# design 1

<file path="src/rtl/css_mcu0_el2_pkg.sv">
// Shared EL2 package for the MCU0 PMP slice.
// Provides the pmpcfg byte layout, the PMP address-matching modes, the
// access-type encoding used by sequential PMP requesters, and the state
// encoding of the sequential checker FSM.
package css_mcu0_el2_pkg;

  // PMP address-matching mode (pmpcfg.A field).
  typedef enum logic [1:0] {
    OFF   = 2'b00,
    TOR   = 2'b01,
    NA4   = 2'b10,
    NAPOT = 2'b11
  } el2_pmp_mode_pkt_t;

  // One pmpcfg byte, MSB first.
  typedef struct packed {
    logic              lock;
    logic [1:0]        reserved;
    el2_pmp_mode_pkt_t mode;
    logic              execute;
    logic              write;
    logic              read;
  } el2_pmp_cfg_pkt_t;

  // Access type carried with each sequential PMP request; encoding 3 is
  // treated as a read by the checker.
  typedef enum logic [1:0] {
    READ  = 2'd0,
    WRITE = 2'd1,
    EXEC  = 2'd2
  } el2_pmp_acc_type_e;

  // Sequential checker FSM states.
  typedef enum logic [1:0] {
    IDLE = 2'd0,
    WALK = 2'd1,
    RESP = 2'd2
  } el2_pmp_seq_state_e;

endpackage

</file>
<file path="src/rtl/css_mcu0_el2_pmp_entry_match.sv">
// Single PMP entry address-match and permission evaluator (combinational).
// Shared by the sequential checker: the caller muxes in one entry's config
// and addresses per cycle.
// Ports:
//   addr         byte address of the access
//   acc_type     access type (READ/WRITE/EXEC, 3 behaves as READ)
//   mmode        1 = machine mode, 0 = user mode
//   cfg          pmpcfg of the entry under test
//   pmpaddr      pmpaddr of the entry under test (word units)
//   prev_pmpaddr pmpaddr of the previous entry (TOR lower bound, 0 for entry 0)
//   match        entry matches the address
//   perm         access permitted if this entry is the deciding one
module css_mcu0_el2_pmp_entry_match
  import css_mcu0_el2_pkg::*;
(
  input  logic [31:0]      addr,
  input  logic [1:0]       acc_type,
  input  logic             mmode,
  input  el2_pmp_cfg_pkt_t cfg,
  input  logic [31:0]      pmpaddr,
  input  logic [31:0]      prev_pmpaddr,
  output logic             match,
  output logic             perm
);

  logic [31:0] word_addr;
  logic [31:0] napot_mask;
  logic        unused_bits;

  assign word_addr = {2'b00, addr[31:2]};

  // pmpaddr ^ (pmpaddr + 1) sets bits 0..t where t is the trailing-ones
  // count, so its inverse keeps only the bits that must agree (31..t+1).
  assign napot_mask = ~(pmpaddr ^ (pmpaddr + 32'd1));

  assign unused_bits = ^{addr[1:0], cfg.reserved};

  always_comb begin
    match = 1'b0;
    case (cfg.mode)
      OFF:   match = 1'b0;
      NA4:   match = (word_addr == pmpaddr);
      TOR:   match = (word_addr >= prev_pmpaddr) && (word_addr < pmpaddr);
      NAPOT: match = (((word_addr ^ pmpaddr) & napot_mask) == 32'd0);
      default: match = 1'b0;
    endcase
  end

  // Machine mode bypasses unlocked entries; locked entries and user mode
  // are bound by the R/W/X bits.
  always_comb begin
    perm = 1'b1;
    if (cfg.lock || !mmode) begin
      case (acc_type)
        WRITE:   perm = cfg.write;
        EXEC:    perm = cfg.execute;
        default: perm = cfg.read;
      endcase
    end
  end

endmodule

</file>
<file path="config.mk">
export PLATFORM = sky130hd
export DESIGN_NAME = css_mcu0_el2_pmp_entry_match
export DESIGN_NICKNAME = d
export VERILOG_FILES = /design/src/rtl/css_mcu0_el2_pkg.sv /design/src/rtl/css_mcu0_el2_pmp_entry_match.sv
export SDC_FILE = /design/constraint.sdc
export NUM_CORES = 1
export LEC_CHECK = 0
export CAP_MARGIN = 20
export CORE_ASPECT_RATIO = 0.75
export CORE_MARGIN = 1.5
export CORE_UTILIZATION = 42
export DETAILED_ROUTE_END_ITERATION = 8
export PLACE_DENSITY = 0.95
export SLEW_MARGIN = 0
export SYNTH_ARGS = -nofsm -noshare
export SYNTH_HDL_FRONTEND = slang
export SYNTH_SLANG_ARGS = --single-unit
</file>
<file path="constraint.sdc">
create_clock -name vclk -period 3.09
set_input_delay 0.4635 -clock vclk [all_inputs]
set_output_delay 0.4635 -clock vclk [all_outputs]
set_load 0.03 [all_outputs]
</file>
# design 2

**src/rtl/pc_pkg.sv**
```systemverilog
// Shared definitions for the PC generator: default vectors, redirect FSM
// states and the next-PC select encoding.
package pc_pkg;

   localparam logic [31:0] PC_RESET_VEC_DEF = 32'h0000_3000;
   localparam logic [31:0] PC_EXC_VEC_DEF   = 32'h0000_4180;

   typedef enum logic {
      RUN        = 1'b0,
      HOLD_REDIR = 1'b1
   } redir_state_e;

   typedef enum logic [2:0] {
      SEL_SEQ  = 3'd0,
      SEL_BR   = 3'd1,
      SEL_PEND = 3'd2,
      SEL_HOLD = 3'd3,
      SEL_ERET = 3'd4,
      SEL_EXC  = 3'd5
   } pc_sel_e;

   // Fixed priority: exception > eret > stall > buffered redirect > branch > sequential.
   function automatic pc_sel_e pc_select(input logic exc_req,
                                         input logic eret,
                                         input logic stall,
                                         input logic pend,
                                         input logic br_valid);
      pc_sel_e sel;
      if (exc_req)       sel = SEL_EXC;
      else if (eret)     sel = SEL_ERET;
      else if (stall)    sel = SEL_HOLD;
      else if (pend)     sel = SEL_PEND;
      else if (br_valid) sel = SEL_BR;
      else               sel = SEL_SEQ;
      return sel;
   endfunction

endpackage

```
**src/rtl/pc_redir_buf.sv**
```systemverilog
// Buffers a redirect that arrives while the PC is stalled so it can be
// applied on the first unstalled cycle.
//
//   state      | meaning
//   -----------+------------------------------------------------------
//   RUN        | no redirect buffered; branches go straight to the PC
//   HOLD_REDIR | stalled with a redirect held in pend_target
module pc_redir_buf
   import pc_pkg::*;
#(
   parameter int ADDR_W = 32
) (
   input  logic              clk,
   input  logic              reset,
   input  logic              stall,
   input  logic              br_valid,
   input  logic [ADDR_W-1:0] br_target,
   input  logic              flush,
   output logic              pend,
   output logic [ADDR_W-1:0] pend_target
);

   redir_state_e state, state_nxt;
   logic         capture;

   always_ff @(posedge clk) begin
      if (!reset) begin
         state       <= RUN;
         pend_target <= '0;
      end else begin
         state <= state_nxt;
         if (capture) pend_target <= br_target;
      end
   end

   // Exception entry/return flushes the buffer; a later branch while
   // still stalled simply overwrites the held target.
   always_comb begin
      state_nxt = state;
      capture   = 1'b0;
      if (flush) begin
         state_nxt = RUN;
      end else begin
         case (state)
            RUN: begin
               if (stall && br_valid) begin
                  capture   = 1'b1;
                  state_nxt = HOLD_REDIR;
               end
            end
            HOLD_REDIR: begin
               if (stall) capture   = br_valid;
               else       state_nxt = RUN;
            end
         endcase
      end
   end

   assign pend = (state == HOLD_REDIR);

endmodule

```
**src/rtl/pc_gen.sv**
```systemverilog
// Program counter generator with stall, buffered redirect and exception entry/return.
// Optional PC window/alignment checking is enabled by defining PC_FAULT_CHECK_EN.
module pc_gen
   import pc_pkg::*;
#(
   parameter int                ADDR_W    = 32,
   parameter int                IDX_W     = 12,
   parameter logic [ADDR_W-1:0] RESET_VEC = ADDR_W'(PC_RESET_VEC_DEF),
   parameter logic [ADDR_W-1:0] EXC_VEC   = ADDR_W'(PC_EXC_VEC_DEF)
) (
   input  logic              clk,
   input  logic              reset,
   input  logic              stall,
   input  logic              br_valid,
   input  logic [ADDR_W-1:0] br_target,
   input  logic              exc_req,
   input  logic              eret,
   output logic [ADDR_W-1:0] pc,
   output logic [ADDR_W-1:0] pc_plus4,
   output logic [IDX_W-1:0]  imem_idx,
   output logic [ADDR_W-1:0] epc,
   output logic              pend,
   output logic              fault
);

   logic [ADDR_W-1:0] pc_nxt;
   logic [ADDR_W-1:0] pend_target;
   logic              idx_borrow;
   pc_sel_e           sel;

   pc_redir_buf #(
      .ADDR_W (ADDR_W)
   ) u_redir_buf (
      .clk         (clk),
      .reset       (reset),
      .stall       (stall),
      .br_valid    (br_valid),
      .br_target   (br_target),
      .flush       (exc_req | eret),
      .pend        (pend),
      .pend_target (pend_target)
   );

   assign sel = pc_select(exc_req, eret, stall, pend, br_valid);

   always_comb begin
      pc_nxt = pc_plus4;
      case (sel)
         SEL_EXC:  pc_nxt = EXC_VEC;
         SEL_ERET: pc_nxt = epc;
         SEL_HOLD: pc_nxt = pc;
         SEL_PEND: pc_nxt = pend_target;
         SEL_BR:   pc_nxt = br_target;
         default:  pc_nxt = pc_plus4;
      endcase
   end

   always_ff @(posedge clk) begin
      if (!reset) begin
         pc  <= RESET_VEC;
         epc <= '0;
      end else begin
         pc <= pc_nxt;
         if (exc_req) epc <= pc;
      end
   end

   assign pc_plus4 = pc + ADDR_W'(4);

   // Word index of (pc - RESET_VEC): subtract only the index field and fold in
   // the borrow from the byte-offset bits.
   assign idx_borrow = (pc[1:0] < RESET_VEC[1:0]);
   assign imem_idx   = pc[IDX_W+1:2] - RESET_VEC[IDX_W+1:2] - IDX_W'(idx_borrow);

`ifdef PC_FAULT_CHECK_EN
   localparam logic [ADDR_W:0] IMEM_END =
      {1'b0, RESET_VEC} + ((ADDR_W+1)'(1) << (IDX_W + 2));

   assign fault = (pc[1:0] != 2'b00) ||
                  (pc < RESET_VEC)   ||
                  ({1'b0, pc} >= IMEM_END);
`else
   assign fault = 1'b0;
`endif

endmodule

```
**config.mk**
```make
export PLATFORM = sky130hd
export DESIGN_NAME = pc_gen
export DESIGN_NICKNAME = d
export VERILOG_FILES = /design/src/rtl/pc_pkg.sv /design/src/rtl/pc_redir_buf.sv /design/src/rtl/pc_gen.sv
export SDC_FILE = /design/constraint.sdc
export NUM_CORES = 1
export LEC_CHECK = 0
export CAP_MARGIN = 20
export CORE_UTILIZATION = 49
export CTS_BUF_LIST = sky130_fd_sc_hd__clkbuf_16
export DETAILED_ROUTE_END_ITERATION = 7
export PLACE_DENSITY = 0.81
export SYNTH_ARGS = -nofsm -noshare
export SYNTH_HDL_FRONTEND = slang
export SYNTH_SLANG_ARGS = --single-unit
```
**constraint.sdc**
```tcl
create_clock -name clk -period 2.6 [get_ports clk]
set_input_delay 0.52 -clock clk [delete_from_list [all_inputs] [get_ports clk]]
set_output_delay 0.52 -clock clk [all_outputs]
set_load 0.05 [all_outputs]
```
# design 3

<file path="src/rtl/quad_tach_gen_pkg.sv">
// quad_tach_gen_pkg: quadrature phase encodings and Gray-code step sequencing.
package quad_tach_gen_pkg;
  localparam int PERW = 16;
  localparam int POSW = 16;
  typedef enum logic [1:0] {
    PH_S00 = 2'b00,
    PH_S01 = 2'b01,
    PH_S11 = 2'b11,
    PH_S10 = 2'b10
  } phase_t;
  function automatic phase_t next_phase(input phase_t p, input logic fwd);
    case (p)
      PH_S00:  return fwd ? PH_S01 : PH_S10;
      PH_S01:  return fwd ? PH_S11 : PH_S00;
      PH_S11:  return fwd ? PH_S10 : PH_S01;
      default: return fwd ? PH_S00 : PH_S11;
    endcase
  endfunction
endpackage

</file>
<file path="src/rtl/quad_tach_gen_if.sv">
// quad_tach_gen_if: control, period-write and tach/position readout signals of the tach generator.
interface quad_tach_gen_if;
  logic       ratece;
  logic [7:0] wrtdata;
  logic       perlce;
  logic       perhce;
  logic       enable;
  logic       dir;
  logic       invphase;
  logic       freeze;
  logic [1:0] tach;
  logic       step;
  logic [7:0] countl;
  logic [7:0] counth;
  modport master (
    output ratece, wrtdata, perlce, perhce, enable, dir, invphase, freeze,
    input  tach, step, countl, counth
  );
  modport slave (
    input  ratece, wrtdata, perlce, perhce, enable, dir, invphase, freeze,
    output tach, step, countl, counth
  );
endinterface

</file>
<file path="src/rtl/quad_tach_gen_tach_rate_divider.sv">
// tach_rate_divider: counts ratece ticks and fires one step every 'active' ticks while running.
module tach_rate_divider #(
  parameter int PERW = 16
) (
  input  logic            clk,
  input  logic            resetn,
  input  logic            ratece,
  input  logic            enable,
  input  logic [PERW-1:0] active,
  output logic            fire
);
  logic [PERW-1:0] div;
  logic            run;
  assign run  = enable && (active != '0);
  assign fire = run && ratece && (div == active - PERW'(1));
  // Divider clears when stopped so a re-enable always runs a full period.
  always_ff @(posedge clk or negedge resetn) begin
    if (!resetn) div <= '0;
    else if (!run || fire) div <= '0;
    else if (ratece) div <= div + PERW'(1);
  end
endmodule

</file>
<file path="src/rtl/quad_tach_gen.sv">
// quad_tach_gen: quadrature A/B tach emitter with programmable step period and frozen position readout.
module quad_tach_gen
  import quad_tach_gen_pkg::*;
#(
  parameter int PERW = quad_tach_gen_pkg::PERW,
  parameter int POSW = quad_tach_gen_pkg::POSW
) (
  input  logic            clk,
  input  logic            resetn,
  quad_tach_gen_if.slave  bus
);
  logic [7:0]      lo;
  logic [PERW-1:0] pending;
  logic [PERW-1:0] active;
  logic            fire;
  phase_t          phase;
  logic [1:0]      ph;
  logic            step;
  logic [POSW-1:0] pos;
  logic [POSW-1:0] pos_nxt;
  logic [15:0]     count;
  tach_rate_divider #(.PERW(PERW)) u_div (
    .clk    (clk),
    .resetn (resetn),
    .ratece (bus.ratece),
    .enable (bus.enable),
    .active (active),
    .fire   (fire)
  );
  assign pos_nxt = fire ? (bus.dir ? pos + POSW'(1) : pos - POSW'(1)) : pos;
  // Period staging: the high write uses the low shadow as it stood before this clk; active only
  // changes on a step boundary (or when idle) so a running period is never cut short.
  always_ff @(posedge clk or negedge resetn) begin
    if (!resetn) begin
      lo      <= '0;
      pending <= '0;
      active  <= '0;
    end else begin
      if (bus.perlce) lo <= bus.wrtdata;
      if (bus.perhce) pending <= PERW'({bus.wrtdata, lo});
      if (fire || active == '0) active <= pending;
    end
  end
  // Phase FSM, step pulse and position count all advance on the edge that fires the step.
  always_ff @(posedge clk or negedge resetn) begin
    if (!resetn) begin
      phase <= PH_S00;
      step  <= 1'b0;
      pos   <= '0;
      count <= '0;
    end else begin
      step <= fire;
      if (fire) phase <= next_phase(phase, bus.dir);
      pos <= pos_nxt;
      if (!bus.freeze) count <= 16'(pos_nxt);
    end
  end
  assign ph         = phase;
  assign bus.tach   = bus.invphase ? {ph[0], ph[1]} : ph;
  assign bus.step   = step;
  assign bus.countl = count[7:0];
  assign bus.counth = count[15:8];
endmodule
</file>
<file path="src/flat_wrapper.sv">
// flat-port wrapper written by rule: the top's interface ports become plain ports
module quad_tach_gen_flat import quad_tach_gen_pkg::*;
#(
  parameter int PERW = quad_tach_gen_pkg::PERW,
  parameter int POSW = quad_tach_gen_pkg::POSW
)
  (clk, resetn, bus_ratece, bus_wrtdata, bus_perlce, bus_perhce, bus_enable, bus_dir, bus_invphase, bus_freeze, bus_tach, bus_step, bus_countl, bus_counth);
  quad_tach_gen_if bus_i ();
  input  logic clk;
  input  logic resetn;
  input wire logic [$bits(bus_i.ratece)-1:0] bus_ratece;
  input wire logic [$bits(bus_i.wrtdata)-1:0] bus_wrtdata;
  input wire logic [$bits(bus_i.perlce)-1:0] bus_perlce;
  input wire logic [$bits(bus_i.perhce)-1:0] bus_perhce;
  input wire logic [$bits(bus_i.enable)-1:0] bus_enable;
  input wire logic [$bits(bus_i.dir)-1:0] bus_dir;
  input wire logic [$bits(bus_i.invphase)-1:0] bus_invphase;
  input wire logic [$bits(bus_i.freeze)-1:0] bus_freeze;
  output wire logic [$bits(bus_i.tach)-1:0] bus_tach;
  output wire logic [$bits(bus_i.step)-1:0] bus_step;
  output wire logic [$bits(bus_i.countl)-1:0] bus_countl;
  output wire logic [$bits(bus_i.counth)-1:0] bus_counth;
  assign bus_i.ratece = bus_ratece;
  assign bus_i.wrtdata = bus_wrtdata;
  assign bus_i.perlce = bus_perlce;
  assign bus_i.perhce = bus_perhce;
  assign bus_i.enable = bus_enable;
  assign bus_i.dir = bus_dir;
  assign bus_i.invphase = bus_invphase;
  assign bus_i.freeze = bus_freeze;
  assign bus_tach = bus_i.tach;
  assign bus_step = bus_i.step;
  assign bus_countl = bus_i.countl;
  assign bus_counth = bus_i.counth;
  quad_tach_gen #(.PERW(PERW), .POSW(POSW)) u_core (.clk(clk), .resetn(resetn), .bus(bus_i));
endmodule
</file>
<file path="config.mk">
export PLATFORM = sky130hd
export DESIGN_NAME = quad_tach_gen_flat
export DESIGN_NICKNAME = d
export VERILOG_FILES = /design/src/rtl/quad_tach_gen_pkg.sv /design/src/rtl/quad_tach_gen_if.sv /design/src/rtl/quad_tach_gen_tach_rate_divider.sv /design/src/rtl/quad_tach_gen.sv /design/src/flat_wrapper.sv
export SDC_FILE = /design/constraint.sdc
export NUM_CORES = 1
export LEC_CHECK = 0
export CORE_UTILIZATION = 63
export DETAILED_ROUTE_END_ITERATION = 10
export PLACE_DENSITY_LB_ADDON = 0.2
export SLEW_MARGIN = 40
export SYNTH_ARGS = -nofsm -noshare
export SYNTH_HDL_FRONTEND = slang
export SYNTH_SLANG_ARGS = --single-unit
</file>
<file path="constraint.sdc">
create_clock -name clk -period 6.3 [get_ports clk]
set_input_delay 1.26 -clock clk [delete_from_list [all_inputs] [get_ports clk]]
set_output_delay 1.26 -clock clk [all_outputs]
set_load 0.02 [all_outputs]
</file>
# design 4

[config.mk]
export PLATFORM = sky130hd
export DESIGN_NAME = park_gate_ctrl
export DESIGN_NICKNAME = d
export VERILOG_FILES = /design/src/rtl/park_pkg.sv /design/src/rtl/park_gate_lane.sv /design/src/rtl/park_gate_ctrl.sv
export SDC_FILE = /design/constraint.sdc
export NUM_CORES = 1
export LEC_CHECK = 0
export CORE_MARGIN = 4
export CORE_UTILIZATION = 45
export CTS_CLUSTER_DIAMETER = 200
export DETAILED_ROUTE_END_ITERATION = 8
export GPL_ROUTABILITY_DRIVEN = 0
export PLACE_DENSITY = 0.75
export SLEW_MARGIN = 20
export SYNTH_ARGS = -nofsm -noshare
export SYNTH_HDL_FRONTEND = slang
export SYNTH_SLANG_ARGS = --single-unit
[constraint.sdc]
create_clock -name clk -period 5 [get_ports clk]
set_input_delay 1 -clock clk [delete_from_list [all_inputs] [get_ports clk]]
set_output_delay 1 -clock clk [all_outputs]
set_load 0.02 [all_outputs]
[src/rtl/park_pkg.sv]
// Shared types, default parameters and helpers for the parking gate controller.
package park_pkg;

  typedef enum logic [1:0] {
    IDLE      = 2'd0,
    OPEN_WAIT = 2'd1,
    PASSING   = 2'd2,
    CLOSING   = 2'd3
  } lane_state_e;

  localparam int unsigned DEF_DEBOUNCE_CYCLES = 4;
  localparam int unsigned DEF_OPEN_TIMEOUT    = 200;
  localparam int unsigned DEF_CLOSE_HOLD      = 16;

  // Timer must hold the larger of the two hold/timeout counts without wrapping.
  function automatic int unsigned timer_width(input int unsigned open_timeout,
                                              input int unsigned close_hold);
    int unsigned max_cnt;
    max_cnt = (open_timeout > close_hold) ? open_timeout : close_hold;
    return $clog2(max_cnt + 1);
  endfunction

endpackage

[src/rtl/park_gate_lane.sv]
// One gate lane: sensor sync + debounce, barrier FSM with open/close timer,
// single-cycle pass pulse per vehicle.
module park_gate_lane
  import park_pkg::*;
#(
  parameter int unsigned DEBOUNCE_CYCLES = DEF_DEBOUNCE_CYCLES,
  parameter int unsigned OPEN_TIMEOUT    = DEF_OPEN_TIMEOUT,
  parameter int unsigned CLOSE_HOLD      = DEF_CLOSE_HOLD
) (
  input  logic clk,
  input  logic rst,
  input  logic req_raw,
  input  logic beam_raw,
  input  logic full_gate,
  output logic pass_pulse,
  output logic gate_open,
  output logic denied
);

  localparam int unsigned CNT_W = $clog2(DEBOUNCE_CYCLES + 1);
  localparam int unsigned TMR_W = timer_width(OPEN_TIMEOUT, CLOSE_HOLD);

  // Bit 0 = request, bit 1 = beam.
  logic [1:0]            sync1_q, sync1_d, sync2_q, sync2_d, deb_q, deb_d;
  logic [1:0][CNT_W-1:0] cnt_q, cnt_d;
  lane_state_e           state_q, state_d;
  logic [TMR_W-1:0]      timer_q, timer_d, timer_inc_c;
  logic                  gate_open_q, gate_open_d;
  logic                  pass_q, pass_d;
  logic                  denied_q, denied_d;
  logic                  req_rise_c, beam_fall_c, beam_lvl_c;

  // Synchronizer and run-length debouncer; level flips once the synced value
  // has disagreed for DEBOUNCE_CYCLES consecutive cycles.
  always_comb begin
    sync1_d = {beam_raw, req_raw};
    sync2_d = sync1_q;
    deb_d   = deb_q;
    cnt_d   = '0;
    for (int i = 0; i < 2; i++) begin
      if (sync2_q[i] != deb_q[i]) begin
        if (cnt_q[i] == CNT_W'(DEBOUNCE_CYCLES - 1)) begin
          deb_d[i] = sync2_q[i];
        end else begin
          cnt_d[i] = cnt_q[i] + CNT_W'(1);
        end
      end
    end
  end

  // FSM reacts in the same cycle the debounced level flips.
  assign req_rise_c  = deb_d[0] & ~deb_q[0];
  assign beam_fall_c = ~deb_d[1] & deb_q[1];
  assign beam_lvl_c  = deb_d[1];
  assign timer_inc_c = (timer_q == {TMR_W{1'b1}}) ? timer_q : timer_q + TMR_W'(1);

  always_comb begin
    state_d  = state_q;
    pass_d   = 1'b0;
    denied_d = 1'b0;
    unique case (state_q)
      IDLE: begin
        if (req_rise_c) begin
          if (full_gate) begin
            denied_d = 1'b1;
          end else begin
            state_d = OPEN_WAIT;
          end
        end
      end
      OPEN_WAIT: begin
        if (beam_lvl_c) begin
          state_d = PASSING;
        end else if (timer_inc_c >= TMR_W'(OPEN_TIMEOUT)) begin
          state_d = CLOSING;
        end
      end
      PASSING: begin
        if (beam_fall_c) begin
          pass_d  = 1'b1;
          state_d = CLOSING;
        end
      end
      CLOSING: begin
        if (timer_inc_c >= TMR_W'(CLOSE_HOLD)) begin
          state_d = IDLE;
        end
      end
      default: state_d = IDLE;
    endcase

    // Timer restarts on every state entry and only runs in timed states.
    if (state_d != state_q) begin
      timer_d = '0;
    end else if (state_q == OPEN_WAIT || state_q == CLOSING) begin
      timer_d = timer_inc_c;
    end else begin
      timer_d = '0;
    end

    gate_open_d = (state_d == OPEN_WAIT) || (state_d == PASSING);
  end

  always_ff @(posedge clk) begin
    if (!rst) begin
      sync1_q     <= '0;
      sync2_q     <= '0;
      deb_q       <= '0;
      cnt_q       <= '0;
      state_q     <= IDLE;
      timer_q     <= '0;
      gate_open_q <= 1'b0;
      pass_q      <= 1'b0;
      denied_q    <= 1'b0;
    end else begin
      sync1_q     <= sync1_d;
      sync2_q     <= sync2_d;
      deb_q       <= deb_d;
      cnt_q       <= cnt_d;
      state_q     <= state_d;
      timer_q     <= timer_d;
      gate_open_q <= gate_open_d;
      pass_q      <= pass_d;
      denied_q    <= denied_d;
    end
  end

  assign pass_pulse = pass_q;
  assign gate_open  = gate_open_q;
  assign denied     = denied_q;

endmodule

[src/rtl/park_gate_ctrl.sv]
// Entry/exit gate controller: two independent lanes feeding car_in/car_out
// pulses to the downstream parking counter.
module park_gate_ctrl
  import park_pkg::*;
#(
  parameter int unsigned DEBOUNCE_CYCLES = DEF_DEBOUNCE_CYCLES,
  parameter int unsigned OPEN_TIMEOUT    = DEF_OPEN_TIMEOUT,
  parameter int unsigned CLOSE_HOLD      = DEF_CLOSE_HOLD
) (
  input  logic clk,
  input  logic rst,
  input  logic entry_req,
  input  logic entry_beam,
  input  logic exit_req,
  input  logic exit_beam,
  input  logic parking_full,
  output logic car_in,
  output logic car_out,
  output logic entry_gate_open,
  output logic exit_gate_open,
  output logic entry_denied
);

  logic exit_denied_unused;

  park_gate_lane #(
    .DEBOUNCE_CYCLES(DEBOUNCE_CYCLES),
    .OPEN_TIMEOUT   (OPEN_TIMEOUT),
    .CLOSE_HOLD     (CLOSE_HOLD)
  ) u_entry_lane (
    .clk       (clk),
    .rst       (rst),
    .req_raw   (entry_req),
    .beam_raw  (entry_beam),
    .full_gate (parking_full),
    .pass_pulse(car_in),
    .gate_open (entry_gate_open),
    .denied    (entry_denied)
  );

  // Exits are never refused.
  park_gate_lane #(
    .DEBOUNCE_CYCLES(DEBOUNCE_CYCLES),
    .OPEN_TIMEOUT   (OPEN_TIMEOUT),
    .CLOSE_HOLD     (CLOSE_HOLD)
  ) u_exit_lane (
    .clk       (clk),
    .rst       (rst),
    .req_raw   (exit_req),
    .beam_raw  (exit_beam),
    .full_gate (1'b0),
    .pass_pulse(car_out),
    .gate_open (exit_gate_open),
    .denied    (exit_denied_unused)
  );

endmodule


==> notes/layouts.md <==
Pictures saved along the way, in no particular order.

The metal 2 layer.
(a)
Drawn at 4 px/µm.
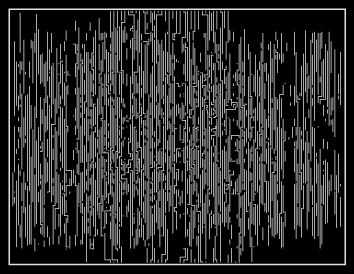
(b)
Drawn at 3 px/µm.
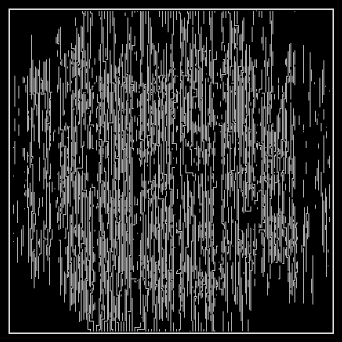
(c)
Drawn at 4 px/µm.
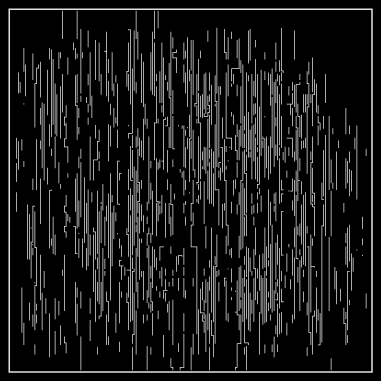
(d)
Drawn at 4 px/µm.
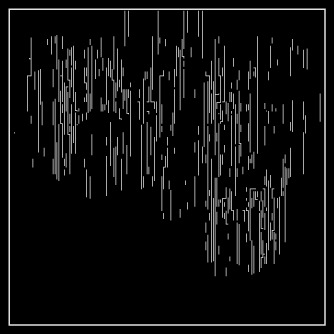
For design 4, see (d).
For design 1, see (a).
For design 2, see (b).
For design 3, see (c).

==> design_2/util_map.png <==
Drawn at 3 px/µm. 11 x 11 tiles, from black (low) to pale yellow (high), 0 to 100% covered.
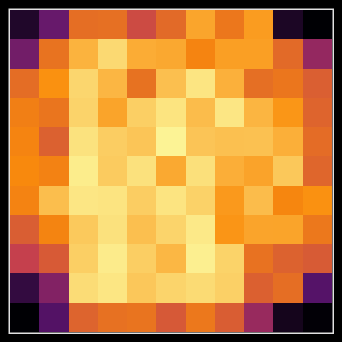
nearly empty tiles: 2.5%
fullest tile: 97%
mean over tiles: 72%
tiles over 75% full: 55%

==> design_2/congestion_map.png <==
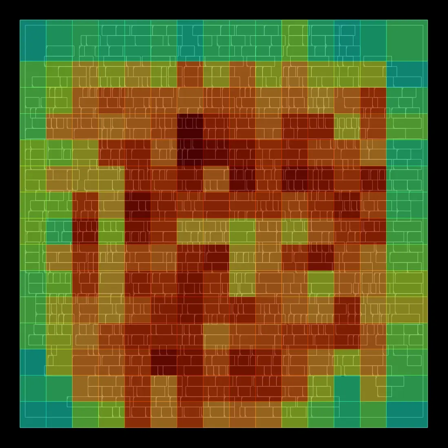
grt peak-use layer: met2
met1 Use GR: 0.410
All-Layer GR Usage: 0.344

==> ci_impl_report.md, design 2 <==
## PnR job results

| Metric | Value |
|---|---|
| Syn avg cell area | about 8 µm² |
| P_int | ~2.7 mW |
| Mux cell area share | 0.0551 |
| Hold slack | ~0.46 ns |
| Most frequent cells in the layout | nand2_1 (111), clkdlybuf4s50_1 (107), dfxtp_1 (81) |
| Flop share of the area | 0.232 |
| Std-Cell Rows | 38 |
| Maximum Capacitance Violations | 0 |
| Hold path startpoint | u_redir_buf.pend_target[10] |
| Post-Place Cells | just under 1000 |
| Cell with the most instances after synthesis | nand2_1 |
| Non-clock buffers | 216 |
| Outcome | finished, violations left |
| Dpl cell area | about 7700 µm² |
| Comb power | 1.06 mW |
| Final Worst Setup Slack | -0.113 ns |
| Longest Clk Path Bufs | 2 |
| Met3 usage | 0.0605 |
| Combinational share of cell area | 0.438 |
| Die height | 107 µm |
| Area growth from synthesis to layout | 56.5% |
| Vias/cell | 6.26 |
| Sequential group power | between 1.5 and 2 mW |
| Synth cell types | around 60 |
| Post-synth top cells | nand2_1 (113), dfxtp_1 (97), a21oi_1 (81) |
| Setup-failing EPs final | 14 |
| Failing checks | negative setup slack |
| CTS tree | built |
| Post-Synth Simple-Gate Area | 0.237 |
| Layout net count | 911 |
| Comb power frac | 0.268 |
| First-pass GRT wire length | 31000 µm |
| Worst r2r src | pc[5] |
| Clk root buf | clkbuf_16 |
| XOR/XNOR Fraction of Synth Area | 0.0482 |
| RSZ-0062 raised after global routing | yes |
## design 2: cells by family after synthesis
logic type / Yosys count
xor gates and xnor gates: 30
DFF: 97
adders and majority gates: 19
and+or+nand+nor: 260
muxes: 30
other: 1
AOI/OAI and AO/OA: 174
buffers and inverters: 70
## design 2: worst max-delay path, stage by stage (launching register included)
cell      delay, ns
dfxtp_4        0.38
buf_6          0.12
ha_4           0.29
o21a_1         0.12
o31a_1         0.23
o22ai_2        0.14
buf_6          0.15
o311ai_4       0.25
buf_12         0.18
## design 2: worst max path at each step
| stage | start | end | slack (ns) | depth (start not counted) |
|---|---|---|---|---|
| after global placement | pc[5] | imem_idx[11] | 0.18 | 8 |
| after global routing | pc[4] | pc_plus4[23] | -0.19 | 7 |
| final | pc[4] | imem_idx[10] | -0.11 | 8 |
| after floorplan | pc[7] | imem_idx[10] | -0.05 | 6 |
| after detailed placement | pc[10] | imem_idx[11] | 0.06 | 8 |
| after CTS | pc[8] | imem_idx[11] | -0.09 | 7 |
## design 2: metal layers
layer	wire length, µm	up-vias	share of wire
met5	0	-	0
met4	1080	0	0.053
met3	1790	103	0.088
met2	10100	416	0.49
met1	7440	2972	0.36
li1	-	2765	-
==> design_3/sizing.png <==
Drawn at 4 px/µm.
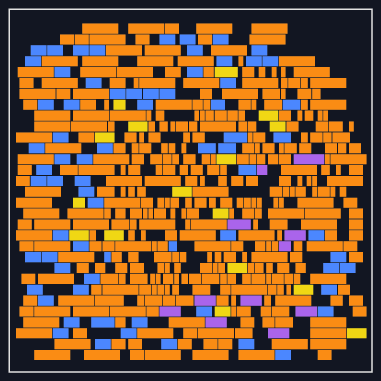
| colour | size | cells | share | most used |
|---|---|---|---|---|
| orange | x1 and smaller | 366 | 79% | dfrtp_1 |
| yellow | x6 and larger | 16 | 3.5% | clkbuf_8 |
| purple | x3 and x4 | 11 | 2.4% | mux2_4 |
| blue | x2 | 70 | 15% | mux2_2 |

==> design_3/ff_map.png <==
Drawn at 4 px/µm. Other sequential cells in the stronger grey, the rest of the logic in the fainter grey.
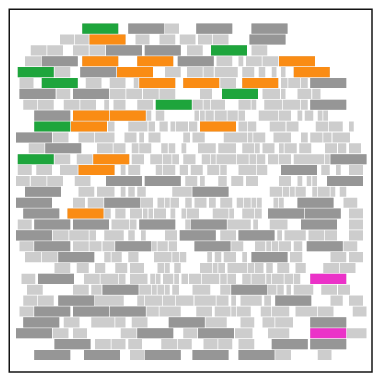
| colour | netlist name | flops |
|---|---|---|
| green | `u_core.lo` | 8 |
| orange | `u_core.active` | 16 |
| magenta | `u_core.ph` | 2 |
not coloured: 65

==> ci_impl_report.md, design 3 <==
## PnR job results

| Metric | Value |
|---|---|
| Maximum Capacitance Violations | 0 |
| FP Core Util | 0.664 |
| Startpoint types | primary input |
| CP endpoint | u_core.count[15] |
| Min-Delay Endpoint | u_core.pos[15] |
| Power share of the clock group | 0.240 |
| Hold path startpoint | u_core.pos[15] |
| Tool Warnings | 27 |
| Met1 WL | roughly 4400 µm |
| VDD IR max | 227 µV |
| Hold Vio Cnt, Final | 0 |
| CP max-delay cell | inv_1 |
| P_sw | 589 µW |
| All-Layer GR Usage | 0.255 |
| Final Cell Area | ~5500 µm² |
| Flop count | 91 |
| Outcome | finished clean |
| Met3 usage | 0.0455 |
| CP startpoint | bus_dir |
| Flop pwr share | 0.469 |
| Clock Latency Late Sink | around 0.37 ns |
| Clock Power | 386 µW |
| Final Power | ~1.6 mW |
| Post-CTS sizing | 0 |
| Sequential element share of the synthesized area | 0.463 |
| Mi-comb count | slightly above 300 |
| FILL cells | just under 500 |
| Final min period | between 4 and 5 ns |
| Hold Path Cell Cnt | 1 |
| Comb power frac | 0.291 |
| Post-Route Setup TNS | 0 ns |
==> design 3: Yosys cell counts (all sizes together) (2+ instances only) <==
library cell and instances:
inv 9, a211oi 4, a31oi 3, o31a 2, a2111oi 3, nand2b 6, o211a 2, clkbuf 10
o31ai 2, nand4b 2, mux2 71, xor2 34, ha 17, buf 6, a21o 5, and3 4
nor2 31, o21ai 9, or2 3, nor3b 2, nor4b 2, a311oi 2, nand3b 2, nand2 21
nor3 11, nand3 11, nor4 6, dfrtp 91, xnor2 17, a21oi 18, nand4 5
==> design 3: metrics by stage <==
| step | hold WS (ns) | cells |
|---|---|---|
| 4_1_cts | 0.465 | 562 |
| 3_3_place_gp | 0.449 | 545 |
| 2_1_floorplan | 0.433 | 426 |
| 5_1_grt | 0.491 | 562 |
| 3_5_place_dp | 0.451 | 546 |
| 6_report | 0.463 | 562 |
==> design 3: logic make-up (layout without fill, tap and decap cells) <==
family | Yosys count | count (layout) | share of synthesized area
compound gates | 61 | 61 | 0.0865
xor+xnor | 51 | 51 | 0.0924
fa+ha+maj | 18 | 18 | 0.0473
buf+inv | 25 | 62 | 0.0229
flops | 91 | 91 | 0.463
mux | 72 | 72 | 0.170
simple gates | 108 | 108 | 0.118
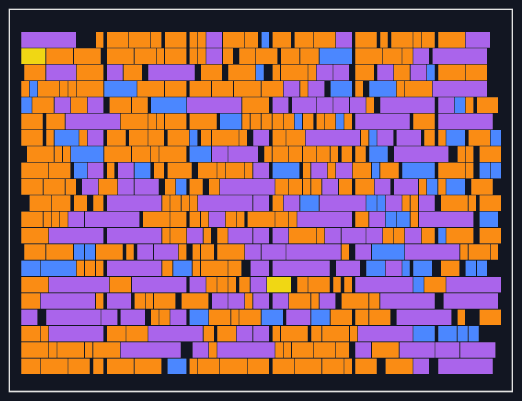
(design_1/sizing.png)
Drawn at 6 px/µm.
| colour | size | cells | share | most used |
|---|---|---|---|---|
| purple | x3 and x4 | 121 | 26% | buf_4 |
| yellow | x6 and larger | 2 | 0.43% | buf_6 |
| blue | x2 | 59 | 13% | clkbuf_2 |
| orange | x1 and smaller | 283 | 61% | inv_1 |

==> design_1/closeup.png <==
Window x 29 to 54, y 19 to 44 µm. Cells in grey, sequential cells in the stronger grey; small squares are vias.
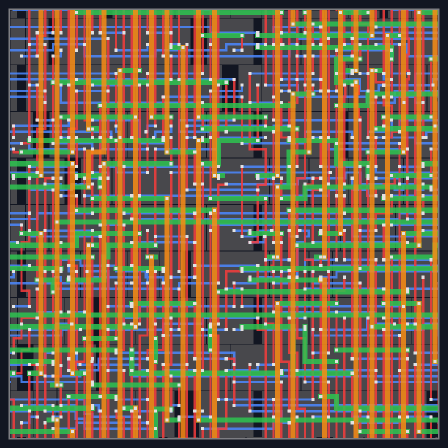
| colour | layer |
|---|---|
| green | M3 |
| red | M2 |
| blue | M1 |
| orange | M4 |
most frequent: buf_4 (13), nand2_1 (6)
sequential cells in the window: 0
cells with their middle in the window: 69

==> ci_impl_report.md, design 1 <==
## PnR job results

| Metric | Value |
|---|---|
| VDD IR max | 108 µV |
| Post-route DRC violation count | 73 |
| All-Layer GR Usage | 0.340 |
| Critical path fanouts, max | 3 |
| Met1 WL | between 4000 and 5000 µm |
| XOR/XNOR Fraction of Synth Area | 0.00428 |
| Outcome | finished, violations left |
| Syn Nets | approximately 470 |
| Failing checks | design-rule violations, negative setup slack |
| Setup-failing EPs final | 1 |
| Hold Vio Cnt, Final | 0 |
| Pre-CTS setup slack | -0.518 ns |
| Final Worst Setup Slack | -0.272 ns |
| Ports | approximately 110 |
| Logic area | approximately 2500 µm² |
| DIE WIDTH | 83.6 µm |
| Aoi share | 0.234 |
| Final period utilization | 1.09 |
| FILL cells | 134 |
design 1: stage by stage:
| step | total power [mW] | instance area, µm² |
|---|---|---|
| 6_report | 0.685 | 4310 |
| 5_1_grt | 0.707 | 4310 |
| 4_1_cts | 0.511 | 3860 |
| 3_5_place_dp | 0.458 | 3550 |
| 3_3_place_gp | 0.433 | 3550 |
| 2_1_floorplan | 0.187 | 2050 |
design 1: Yosys cell counts (2+ instances only):
master	count	area, µm²
o21ai_0	7	35.0
and4_4	2	22.5
nor2_1	16	60.1
nor2b_1	2	12.5
a31oi_1	7	43.8
a2111oi_0	3	26.3
inv_1	64	240
and2_1	2	12.5
nand2_1	24	90.1
a221oi_1	3	26.3
a21boi_0	2	15.0
nand4_1	7	43.8
a211o_1	2	17.5
a211oi_1	2	15.0
and3_4	2	22.5
and4_1	7	61.3
nor3_1	5	25.0
a21o_1	3	22.5
a41oi_1	4	35.0
a21oi_1	33	165
nand3_1	11	55.1
nor4_1	3	18.8
ha_1	63	788
o211ai_1	2	15.0
and3_1	4	25.0
design 1: where the power goes:
part	internal, mW	total [mW]	switching, mW
clock network	0	0	0
registers	0	0	0
logic	0.346	0.685	0.339
==> design_4/sizing.png <==
Drawn at 6 px/µm.
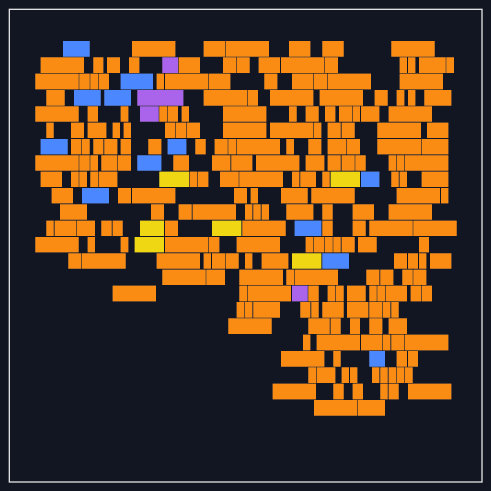
| colour | size | cells | share | most used |
|---|---|---|---|---|
| blue | x2 | 12 | 4.6% | a211oi_2 |
| yellow | x6 and larger | 6 | 2.3% | clkbuf_8 |
| purple | x3 and x4 | 4 | 1.5% | clkinvlp_4 |
| orange | x1 and smaller | 237 | 92% | dfxtp_1 |

==> design_4/blocks.png <==
Drawn at 4 px/µm. Other cells in grey.
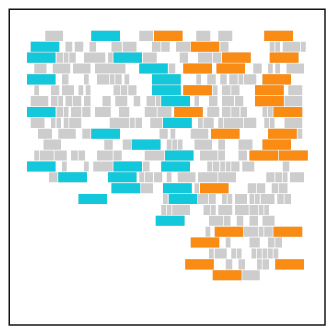
| colour | scope | flops |
|---|---|---|
| orange | `u_entry_lane` | 25 |
| cyan | `u_exit_lane` | 24 |

==> ci_impl_report.md, design 4 <==
## PnR job results

| Metric | Value |
|---|---|
| Min-Delay Endpoint | u_exit_lane.cnt_q[0] |
| Crit path DRT | 5.24 ns |
| CP Data Arrival Time | ~2.7 ns |
| Mux cell area share | 0.0223 |
| Layout net count | 275 |
| Syn avg cell area | between 8 and 9 µm² |
| CP Class | primary input to flip-flop |
| Sequential element share of the synthesized area | 0.438 |
| Mapped Area | 2240 µm² |
| Area growth from synthesis to layout | 10.0% |
| Dpl hpwl | around 2700 µm |
| Critical path fanouts, max | 16 |
| Top cells by area | dfxtp_1 (44%), nor2_1 (6.4%), ha_1 (5.6%), nand2_1 (2.8%), and2_1 (2.8%) |
| Core ar. | roughly 4800 µm² |
| Worst Path Buf+Inv | 2 |
| FMAX | about 400 MHz |
| Outcome | finished clean |
| Largest net degree at the start of global routing | 18 |
| DIE WIDTH | 78.5 µm |
| CP startpoint | rst |
| Most frequent cells in the layout | dfxtp_1 (49), nor2_1 (38), nand2_1 (17) |
| Final period utilization | 0.486 |
| Aoi share | 0.147 |
| Final Power | between 600 and 700 µW |
| Cell with the most instances after synthesis | dfxtp_1 |
| WL final | between 3000 and 4000 µm |
| Flip-flops with a built-in enable | 0 |
| H-tree levels | 2 |
| Dpl cell area | 2370 µm² |
| Cells on worst reg2reg path | 7 |
| Hold slack | roughly 0.43 ns |
| Post-Route Setup TNS | 0 ns |
| Initial DRC count | about 57 |
| First-pass GRT wire length | between 6000 and 7000 µm |
==> design 4: logic make-up (layout without fill, tap and decap cells) <==
group | count (synthesis) | after routing
AND/OR/NAND/NOR | 114 | 114
buffers and inverters | 24 | 31
XOR/XNOR | 7 | 7
multiplexers | 5 | 5
flip-flops | 49 | 49
adder cells (fa/ha/maj) | 10 | 10
AND-OR/OR-AND | 43 | 43
==> design 4: area by class of cell <==
cell class,count,area [µm²],share of cell area
Tap cell,67,83.8,0.0340
Clock buffer,5,68.8,0.0279
Clock inverter,3,26.3,0.0107
Inverter,12,45.0,0.0183
Multi-Input combinational cell,179,1150,0.466
Sequential cell,49,981,0.398
Timing Repair Buffer,11,110,0.0447
==> design 4: power breakdown <==
part	internal, mW	switching (mW)
registers	0.396	0.00385
logic	0.0109	0.00950
clock network	0.102	0.133
==> design 4: per-layer routing <==
layer / track usage / vias up / part of all wire
li1: - / 886 / -
met1: 0.150 / 752 / 0.48
met2: 0.222 / 25 / 0.49
met3: 0.0310 / 2 / 0.031
met4: 0.0367 / 0 / 0.0054
met5: 0 / - / 0

Power is estimated from default activity; no workload was simulated.
